# block 1

**Block 1: the clock network**

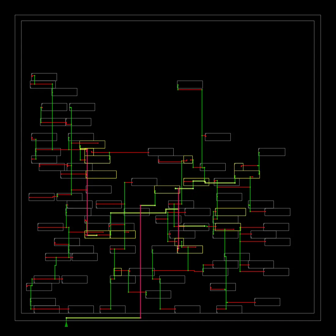
**Block 1: gate families picked out**

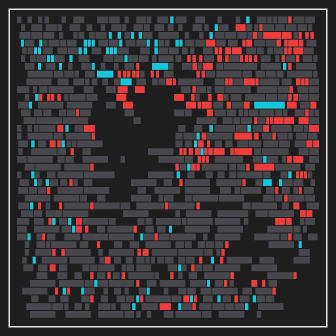
===== src/rtl/mem_arbiter.sv =====
// Arbitrates one single-port synchronous memory between the CPU load/store port and
// the VGA fetch engine. VGA wins by default; a starvation counter forces a CPU grant.
// Optional grant statistics are compiled in with the ARB_STATS_EN macro.
module mem_arbiter #(
    parameter int Abits    = 32,
    parameter int Dbits    = 32,
    parameter int MAX_WAIT = 4
) (
    input  logic             clk,
    input  logic             reset,
    input  logic             cpu_req,
    input  logic             cpu_we,
    input  logic [Abits-1:0] cpu_addr,
    input  logic [Dbits-1:0] cpu_wdata,
    output logic [Dbits-1:0] cpu_rdata,
    output logic             cpu_ready,
    input  logic             vga_req,
    input  logic [Abits-1:0] vga_addr,
    output logic [Dbits-1:0] vga_rdata,
    output logic             vga_valid,
    output logic             mem_en,
    output logic             mem_we,
    output logic [Abits-1:0] mem_addr,
    output logic [Dbits-1:0] mem_wdata,
    input  logic [Dbits-1:0] mem_rdata
`ifdef ARB_STATS_EN
    ,
    output logic [31:0]      stat_cpu_grants,
    output logic [31:0]      stat_vga_grants,
    output logic [15:0]      stat_cpu_forced
`endif
);

    typedef enum logic [1:0] {OWN_NONE, OWN_CPU, OWN_VGA} owner_t;

    localparam logic [3:0] MAX_W = 4'(MAX_WAIT);

    owner_t           owner_q, owner_d;
    logic             cpu_busy_q, cpu_busy_d;
    logic [3:0]       wait_cnt_q, wait_cnt_d;
    logic [Dbits-1:0] cpu_rdata_q;
    logic [Dbits-1:0] vga_rdata_q;
    logic             cpu_elig;
    logic             grant_cpu;
    logic             grant_vga;
    logic             forced;

    assign cpu_ready = (owner_q == OWN_CPU);
    assign vga_valid = (owner_q == OWN_VGA);
    assign cpu_rdata = cpu_ready ? mem_rdata : cpu_rdata_q;
    assign vga_rdata = vga_valid ? mem_rdata : vga_rdata_q;
    // Ineligible during its own ready cycle so a still-high request is not serviced twice.
    assign cpu_elig  = cpu_req & ~cpu_busy_q & ~cpu_ready;

    always_comb begin
        owner_d    = OWN_NONE;
        cpu_busy_d = cpu_busy_q;
        wait_cnt_d = wait_cnt_q;
        grant_cpu  = 1'b0;
        grant_vga  = 1'b0;
        forced     = 1'b0;
        mem_en     = 1'b0;
        mem_we     = 1'b0;
        mem_addr   = '0;
        mem_wdata  = '0;
        if (owner_q == OWN_CPU) begin
            cpu_busy_d = 1'b0;
        end
        // Outputs are forced quiet while reset is held, even with live requests.
        if (reset) begin
            if (cpu_elig && (wait_cnt_q == MAX_W)) begin
                grant_cpu = 1'b1;
                forced    = 1'b1;
            end else if (vga_req) begin
                grant_vga = 1'b1;
            end else if (cpu_elig) begin
                grant_cpu = 1'b1;
            end
        end
        if (grant_cpu) begin
            mem_en     = 1'b1;
            mem_we     = cpu_we;
            mem_addr   = cpu_addr;
            mem_wdata  = cpu_wdata;
            owner_d    = OWN_CPU;
            cpu_busy_d = 1'b1;
            wait_cnt_d = '0;
        end else if (grant_vga) begin
            mem_en  = 1'b1;
            mem_addr = vga_addr;
            owner_d = OWN_VGA;
            if (cpu_elig && (wait_cnt_q != MAX_W)) begin
                wait_cnt_d = wait_cnt_q + 4'd1;
            end
        end
    end

    always_ff @(posedge clk or negedge reset) begin
        if (!reset) begin
            owner_q     <= OWN_NONE;
            cpu_busy_q  <= 1'b0;
            wait_cnt_q  <= '0;
            cpu_rdata_q <= '0;
            vga_rdata_q <= '0;
        end else begin
            owner_q    <= owner_d;
            cpu_busy_q <= cpu_busy_d;
            wait_cnt_q <= wait_cnt_d;
            if (owner_q == OWN_CPU) begin
                cpu_rdata_q <= mem_rdata;
            end
            if (owner_q == OWN_VGA) begin
                vga_rdata_q <= mem_rdata;
            end
        end
    end

`ifdef ARB_STATS_EN
    always_ff @(posedge clk or negedge reset) begin
        if (!reset) begin
            stat_cpu_grants <= '0;
            stat_vga_grants <= '0;
            stat_cpu_forced <= '0;
        end else begin
            if (grant_cpu) begin
                stat_cpu_grants <= stat_cpu_grants + 32'd1;
            end
            if (grant_vga) begin
                stat_vga_grants <= stat_vga_grants + 32'd1;
            end
            if (forced) begin
                stat_cpu_forced <= stat_cpu_forced + 16'd1;
            end
        end
    end
`endif

endmodule

===== config.mk =====
export PLATFORM = sky130hd
export DESIGN_NAME = mem_arbiter
export DESIGN_NICKNAME = d
export VERILOG_FILES = /design/src/rtl/mem_arbiter.sv
export SDC_FILE = /design/constraint.sdc
export NUM_CORES = 1
export LEC_CHECK = 0
export ABC_AREA = 1
export CORE_MARGIN = 2
export CORE_UTILIZATION = 31
export DETAILED_ROUTE_END_ITERATION = 7
export PLACE_DENSITY = 0.77
export SLEW_MARGIN = 20
export SYNTH_ARGS = -nofsm -noshare
export SYNTH_HDL_FRONTEND = slang
export SYNTH_SLANG_ARGS = --single-unit
export TNS_END_PERCENT = 100

===== constraint.sdc =====
create_clock -name clk -period 1.3 [get_ports clk]
set_input_delay 0.13 -clock clk [delete_from_list [all_inputs] [get_ports clk]]
set_output_delay 0.13 -clock clk [all_outputs]
set_load 0.005 [all_outputs]

==> GITHUB_STEP_SUMMARY <==
### Yosys + OpenROAD results

| Metric | Value |
|---|---|
| Average wire per standard cell | between 15 and 20 um |
| Final setup viols | roughly 140 |
| I/O pins | between 200 and 300 |
| RSZ-0062 raised after global routing | true |
| Largest net degree at the start of global routing | 72 |
| First-pass GRT wire length | ~23,000 um |
| TritonCTS clock tree | yes |
| Status | finished with violations |
| Final Cell Area | 7955 sq um |
| CP startpoint kind | flip-flop |
| Crit path top cell by count | buf_6 |
| Clock-cell share | 4.121% |
| Setup WS post-layout | -819.2 ps |
| #MultiIn Comb | 290 |
| Initial Utilization | roughly a third |
| Clock Power Share | around 42% |
| Leak Pwr | between 4 and 5 nW |
| Failing checks | negative setup slack |
About 'the clock network' of block 1:
Sink Count: 71
Final Skew: 8.419 ps
Clock buffer cells: 9
Flop Count: 71

About 'gate families picked out' of block 1:
color	family	cells	where
cyan	inverters	80	spread over the die
red	NAND gates	184	spread over the die

[worst paths after layout]
path | depth (start not counted) | to | startpoint
hold reg to reg | 2 | vga_rdata_q[28]$_DFF_PN0_ | vga_rdata_q[28]$_DFF_PN0_
max in group asynchronous | 2 | owner_q[0]$_DFF_PN0_ | reset
setup reg to reg | 10 | owner_q[0]$_DFF_PN0_ | wait_cnt_q[0]$_DFFE_PN0P_
setup / recovery | 11 | mem_addr[15] | wait_cnt_q[0]$_DFFE_PN0P_
min in group clk | 4 | owner_q[1]$_DFF_PN0_ | reset
hold / removal | 2 | cpu_rdata_q[28]$_DFF_PN0_ | reset
[cells by family after synthesis]
| family | Yosys count | share of synthesized area, % |
|---|---|---|
| adders and majority gates | 2 | 0.7061 |
| DFF | 71 | 50.14 |
| xor gates and xnor gates | 1 | 0.2472 |
| buffers and inverters | 102 | 12.01 |
| and+or+nand+nor | 222 | 27.68 |
| AOI/OAI and AO/OA | 65 | 9.216 |
[state kept, by name, summed over array words and instances, names as in the netlist]
name	count
cpu_busy_q	1
cpu_rdata_q	32
owner_q	2
vga_rdata_q	32
wait_cnt_q	4

# block 2

**Block 2: met1 routing**

Supply wires on this layer in gray.
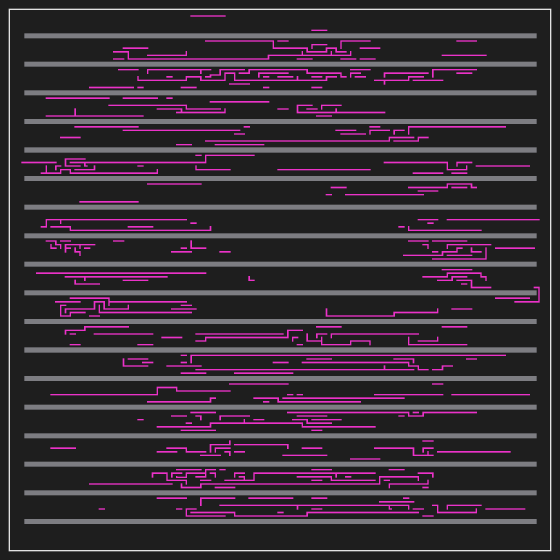
**Block 2: sequential cells colored by netlist name**

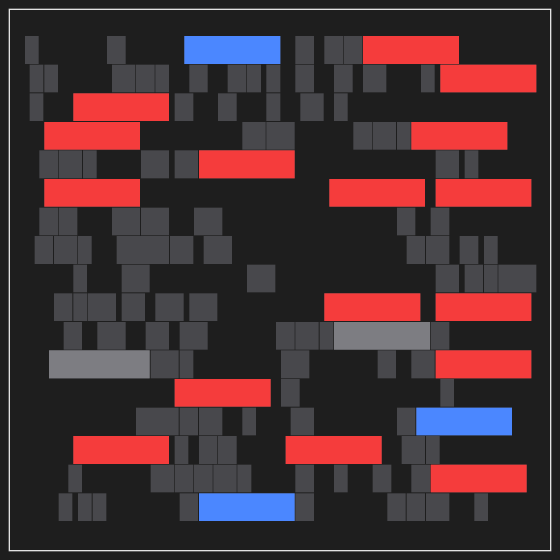
File: config.mk
export PLATFORM = sky130hd
export DESIGN_NAME = regfile_wb_arbiter_flat
export DESIGN_NICKNAME = d
export VERILOG_FILES = /design/src/rtl/regfile_wb_arbiter_if.sv /design/src/rtl/regfile_wb_arbiter.sv /design/src/flat_wrapper.sv
export SDC_FILE = /design/constraint.sdc
export NUM_CORES = 1
export LEC_CHECK = 0
export CAP_MARGIN = 10
export CORE_UTILIZATION = 45
export DETAILED_ROUTE_END_ITERATION = 8
export DONT_BUFFER_PORTS = 1
export PLACE_DENSITY = 0.6
export SLEW_MARGIN = 20
export SYNTH_ARGS = -nofsm -noshare
export SYNTH_HDL_FRONTEND = slang
export SYNTH_SLANG_ARGS = --single-unit
File: constraint.sdc
create_clock -name CLK -period 1.4 [get_ports CLK]
set_input_delay 0.28 -clock CLK [delete_from_list [all_inputs] [get_ports CLK]]
set_output_delay 0.28 -clock CLK [all_outputs]
set_load 0.02 [all_outputs]
File: src/rtl/regfile_wb_arbiter_if.sv
// Writeback bus between the ALU/load units, the issue stage and the register file.
// The ALU, load and issue requesters drive the master side; the arbiter sits on the slave side.
interface regfile_wb_arbiter_if;
    logic        ALU_VALID;
    logic [2:0]  ALU_RD;
    logic [15:0] ALU_DATA;
    logic        ALU_READY;
    logic        MEM_VALID;
    logic [2:0]  MEM_RD;
    logic [15:0] MEM_DATA;
    logic        MEM_READY;
    logic        ISSUE_LE;
    logic [2:0]  ISSUE_RD;
    logic        RD_LE;
    logic [2:0]  RD;
    logic [15:0] DATA_IN;
    logic [7:0]  BUSY;

    modport master (
        output ALU_VALID, ALU_RD, ALU_DATA,
        output MEM_VALID, MEM_RD, MEM_DATA,
        output ISSUE_LE, ISSUE_RD,
        input  ALU_READY, MEM_READY,
        input  RD_LE, RD, DATA_IN, BUSY
    );

    modport slave (
        input  ALU_VALID, ALU_RD, ALU_DATA,
        input  MEM_VALID, MEM_RD, MEM_DATA,
        input  ISSUE_LE, ISSUE_RD,
        output ALU_READY, MEM_READY,
        output RD_LE, RD, DATA_IN, BUSY
    );
endinterface

File: src/rtl/regfile_wb_arbiter.sv
// Round-robin ALU/load writeback arbiter with a registered register-file write port.
// Define SCOREBOARD_EN to build the per-register pending-write BUSY scoreboard.
module regfile_wb_arbiter (
    input  logic                 CLK,
    input  logic                 RST_N,
    regfile_wb_arbiter_if.slave  bus
);

    logic        r_last_mem;
    logic        r_rd_le;
    logic [2:0]  r_rd;
    logic [15:0] r_data;
    logic        w_alu_ready;
    logic        w_mem_ready;

    // Contention goes to whichever side did not win the previous transfer.
    always_comb begin
        w_alu_ready = RST_N & bus.ALU_VALID
                    & (~bus.MEM_VALID | r_last_mem);
        w_mem_ready = RST_N & bus.MEM_VALID
                    & (~bus.ALU_VALID | ~r_last_mem);
    end

    always_ff @(posedge CLK or negedge RST_N) begin
        if (!RST_N) begin
            r_last_mem <= 1'b1;
            r_rd_le    <= 1'b0;
            r_rd       <= 3'd0;
            r_data     <= 16'h0000;
        end else begin
            r_rd_le <= w_alu_ready | w_mem_ready;
            if (w_alu_ready) begin
                r_last_mem <= 1'b0;
                r_rd       <= bus.ALU_RD;
                r_data     <= bus.ALU_DATA;
            end else if (w_mem_ready) begin
                r_last_mem <= 1'b1;
                r_rd       <= bus.MEM_RD;
                r_data     <= bus.MEM_DATA;
            end
        end
    end

    assign bus.ALU_READY = w_alu_ready;
    assign bus.MEM_READY = w_mem_ready;
    assign bus.RD_LE     = r_rd_le;
    assign bus.RD        = r_rd;
    assign bus.DATA_IN   = r_data;

`ifdef SCOREBOARD_EN
    logic [7:0] r_busy;
    logic [7:0] w_set;
    logic [7:0] w_clr;

    always_comb begin
        w_set = bus.ISSUE_LE ? (8'd1 << bus.ISSUE_RD) : 8'd0;
        w_clr = r_rd_le ? (8'd1 << r_rd) : 8'd0;
    end

    // Set is applied after clear so a same-edge issue keeps the bit pending.
    always_ff @(posedge CLK or negedge RST_N) begin
        if (!RST_N) begin
            r_busy <= 8'h00;
        end else begin
            r_busy <= (r_busy & ~w_clr) | w_set;
        end
    end

    assign bus.BUSY = r_busy;
`else
    logic w_unused_issue;

    assign w_unused_issue = ^{bus.ISSUE_LE, bus.ISSUE_RD};
    assign bus.BUSY       = 8'h00;
`endif

endmodule

File: src/flat_wrapper.sv
// flat-port wrapper written by rule: the top's interface ports become plain ports
module regfile_wb_arbiter_flat 
  (CLK, RST_N, bus_ALU_VALID, bus_ALU_RD, bus_ALU_DATA, bus_MEM_VALID, bus_MEM_RD, bus_MEM_DATA, bus_ISSUE_LE, bus_ISSUE_RD, bus_ALU_READY, bus_MEM_READY, bus_RD_LE, bus_RD, bus_DATA_IN, bus_BUSY);
  regfile_wb_arbiter_if bus_i ();
  input  logic CLK;
  input  logic RST_N;
  input wire logic [$bits(bus_i.ALU_VALID)-1:0] bus_ALU_VALID;
  input wire logic [$bits(bus_i.ALU_RD)-1:0] bus_ALU_RD;
  input wire logic [$bits(bus_i.ALU_DATA)-1:0] bus_ALU_DATA;
  input wire logic [$bits(bus_i.MEM_VALID)-1:0] bus_MEM_VALID;
  input wire logic [$bits(bus_i.MEM_RD)-1:0] bus_MEM_RD;
  input wire logic [$bits(bus_i.MEM_DATA)-1:0] bus_MEM_DATA;
  input wire logic [$bits(bus_i.ISSUE_LE)-1:0] bus_ISSUE_LE;
  input wire logic [$bits(bus_i.ISSUE_RD)-1:0] bus_ISSUE_RD;
  output wire logic [$bits(bus_i.ALU_READY)-1:0] bus_ALU_READY;
  output wire logic [$bits(bus_i.MEM_READY)-1:0] bus_MEM_READY;
  output wire logic [$bits(bus_i.RD_LE)-1:0] bus_RD_LE;
  output wire logic [$bits(bus_i.RD)-1:0] bus_RD;
  output wire logic [$bits(bus_i.DATA_IN)-1:0] bus_DATA_IN;
  output wire logic [$bits(bus_i.BUSY)-1:0] bus_BUSY;
  assign bus_i.ALU_VALID = bus_ALU_VALID;
  assign bus_i.ALU_RD = bus_ALU_RD;
  assign bus_i.ALU_DATA = bus_ALU_DATA;
  assign bus_i.MEM_VALID = bus_MEM_VALID;
  assign bus_i.MEM_RD = bus_MEM_RD;
  assign bus_i.MEM_DATA = bus_MEM_DATA;
  assign bus_i.ISSUE_LE = bus_ISSUE_LE;
  assign bus_i.ISSUE_RD = bus_ISSUE_RD;
  assign bus_ALU_READY = bus_i.ALU_READY;
  assign bus_MEM_READY = bus_i.MEM_READY;
  assign bus_RD_LE = bus_i.RD_LE;
  assign bus_RD = bus_i.RD;
  assign bus_DATA_IN = bus_i.DATA_IN;
  assign bus_BUSY = bus_i.BUSY;
  regfile_wb_arbiter u_core (.CLK(CLK), .RST_N(RST_N), .bus(bus_i));
endmodule
==> GITHUB_STEP_SUMMARY <==
### Yosys + OpenROAD results

| Metric | Value |
|---|---|
| Status | finished with violations |
| Failing checks | negative setup slack |
| Hold_ws | ~110 ps |
| Core Area | around 2300 sq um |
| Pwr Density | between 1000 and 1500 nW/um^2 |
| Die ar. | between 2000 and 3000 sq um |
| Seq/Total Area, Yosys | a little under half |
| Final Cell Area | between 1000 and 1500 sq um |
| Post-route minimum period | approximately 1500 ps |
| Total Routing Usage GR | ~20% |
| Die Ht | 51.41 um |
| Routed via count | slightly above 900 |
| Reg2Reg Depth | 5 |
| Post-Syn Area | 1099 sq um |
| Netlist cell types | 19 |
| Synth area leader | dfrtp_1 |
| Die width | around 51 um |
| CP startpoint kind | flip-flop |
| Max-cap viol count | 0 |
| Reg clk slew, reported paths | 110 ps |
| Final Skew | roughly 3 ps |
| CP max FO | 5 |
| Worst path slowest cell | dfstp_2 |
| Chip area line of the yosys report | roughly 1100 sq um |
| RSZ-0062 raised after global routing | true |
| PostCTS Resize Cnt | 1 |
| H-tree levels | 1 |
| CP startpoint | u_core.r_last_mem$_DFFE_PN1P_ |
| Final setup viols | 1 |
| Setup WS post-layout | -67.49 ps |
| Switching fraction of total power | ~36% |
| Worst stage delay on the critical path | 600 ps |
| Dpl cells | between 150 and 200 |
| Fin. Hold Viols | 0 |
| Post-CTS Hold Buffers | 1 |
| Biggest consumer | registers |
| DRT Wirelength | between 2000 and 3000 um |
| Average wire per standard cell | 16.05 um |
| Routability cong. | 0.6220 |
| Detailed placement HPWL | 1775 um |
| Fillers | 228 |
| Post-CTS Setup Bufs | 0 |
| Hold path endpoint | u_core.r_last_mem$_DFFE_PN1P_ |
| Clock Power Share | 20.0% |
Notes on 'met1 routing' of block 2 above:
nets with wire on the layer	140
share of all routed wire	43%

Notes on 'sequential cells colored by netlist name' of block 2 above:
color	signal	sequential cells
red	u_core.bus.DATA_IN	16
blue	u_core.bus.RD	3
not colored	2

## kinds of logic after synthesis
logic type | synth area share [%]
simple gates | 18.22
compound gates | 21.07
flops | 47.95
buf+inv | 12.41
other cells | 0.3414
## area by class of cell
class	count	area [sq um]	share of cell area (%)
sequential	21	526.8	45.27
multi-input combinational	94	471.7	40.54
timing repair buffer	13	103.9	8.925
tap	28	35.03	3.011
clock buffer	4	26.28	2.258
## registers in the layout (all words and copies together) (netlist names)
signal	flops
u_core.bus.DATA_IN	16
u_core.bus.RD	3
u_core.bus.RD_LE	1
u_core.r_last_mem	1
## per-layer routing
| metal | part of all wire (%) | track usage, % | vias up |
|---|---|---|---|
| li1 | - | - | 445 |
| met1 | 43 | 25.93 | 430 |
| met2 | 49 | 29.22 | 42 |
| met3 | 8.0 | 5.060 | 2 |
| met4 | 0.47 | 9.009 | 0 |
| met5 | 0 | 0 | - |
## critical path: cells and delay by family (launching register included)
family	cells	cell delay [ps]
buffers and inverters	1	130
DFF	1	600
and+or+nand+nor	2	170


==> screenshots <==
Supply network.
Pins as bars on the die edge.
Plate I
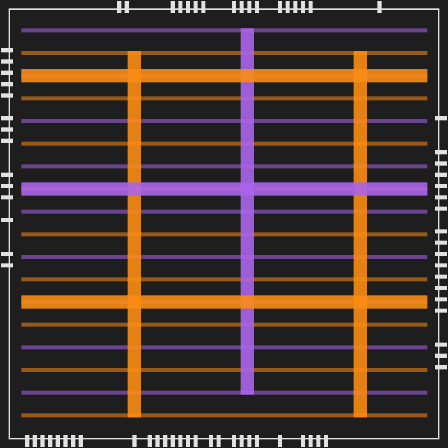
Plate II
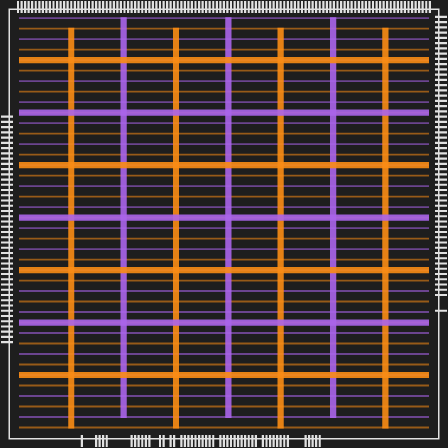
Plate I -> block 2
Plate II -> block 1
The one with the largest die is Plate II.

No activity file was given, so power comes from the tool's default toggle rates.
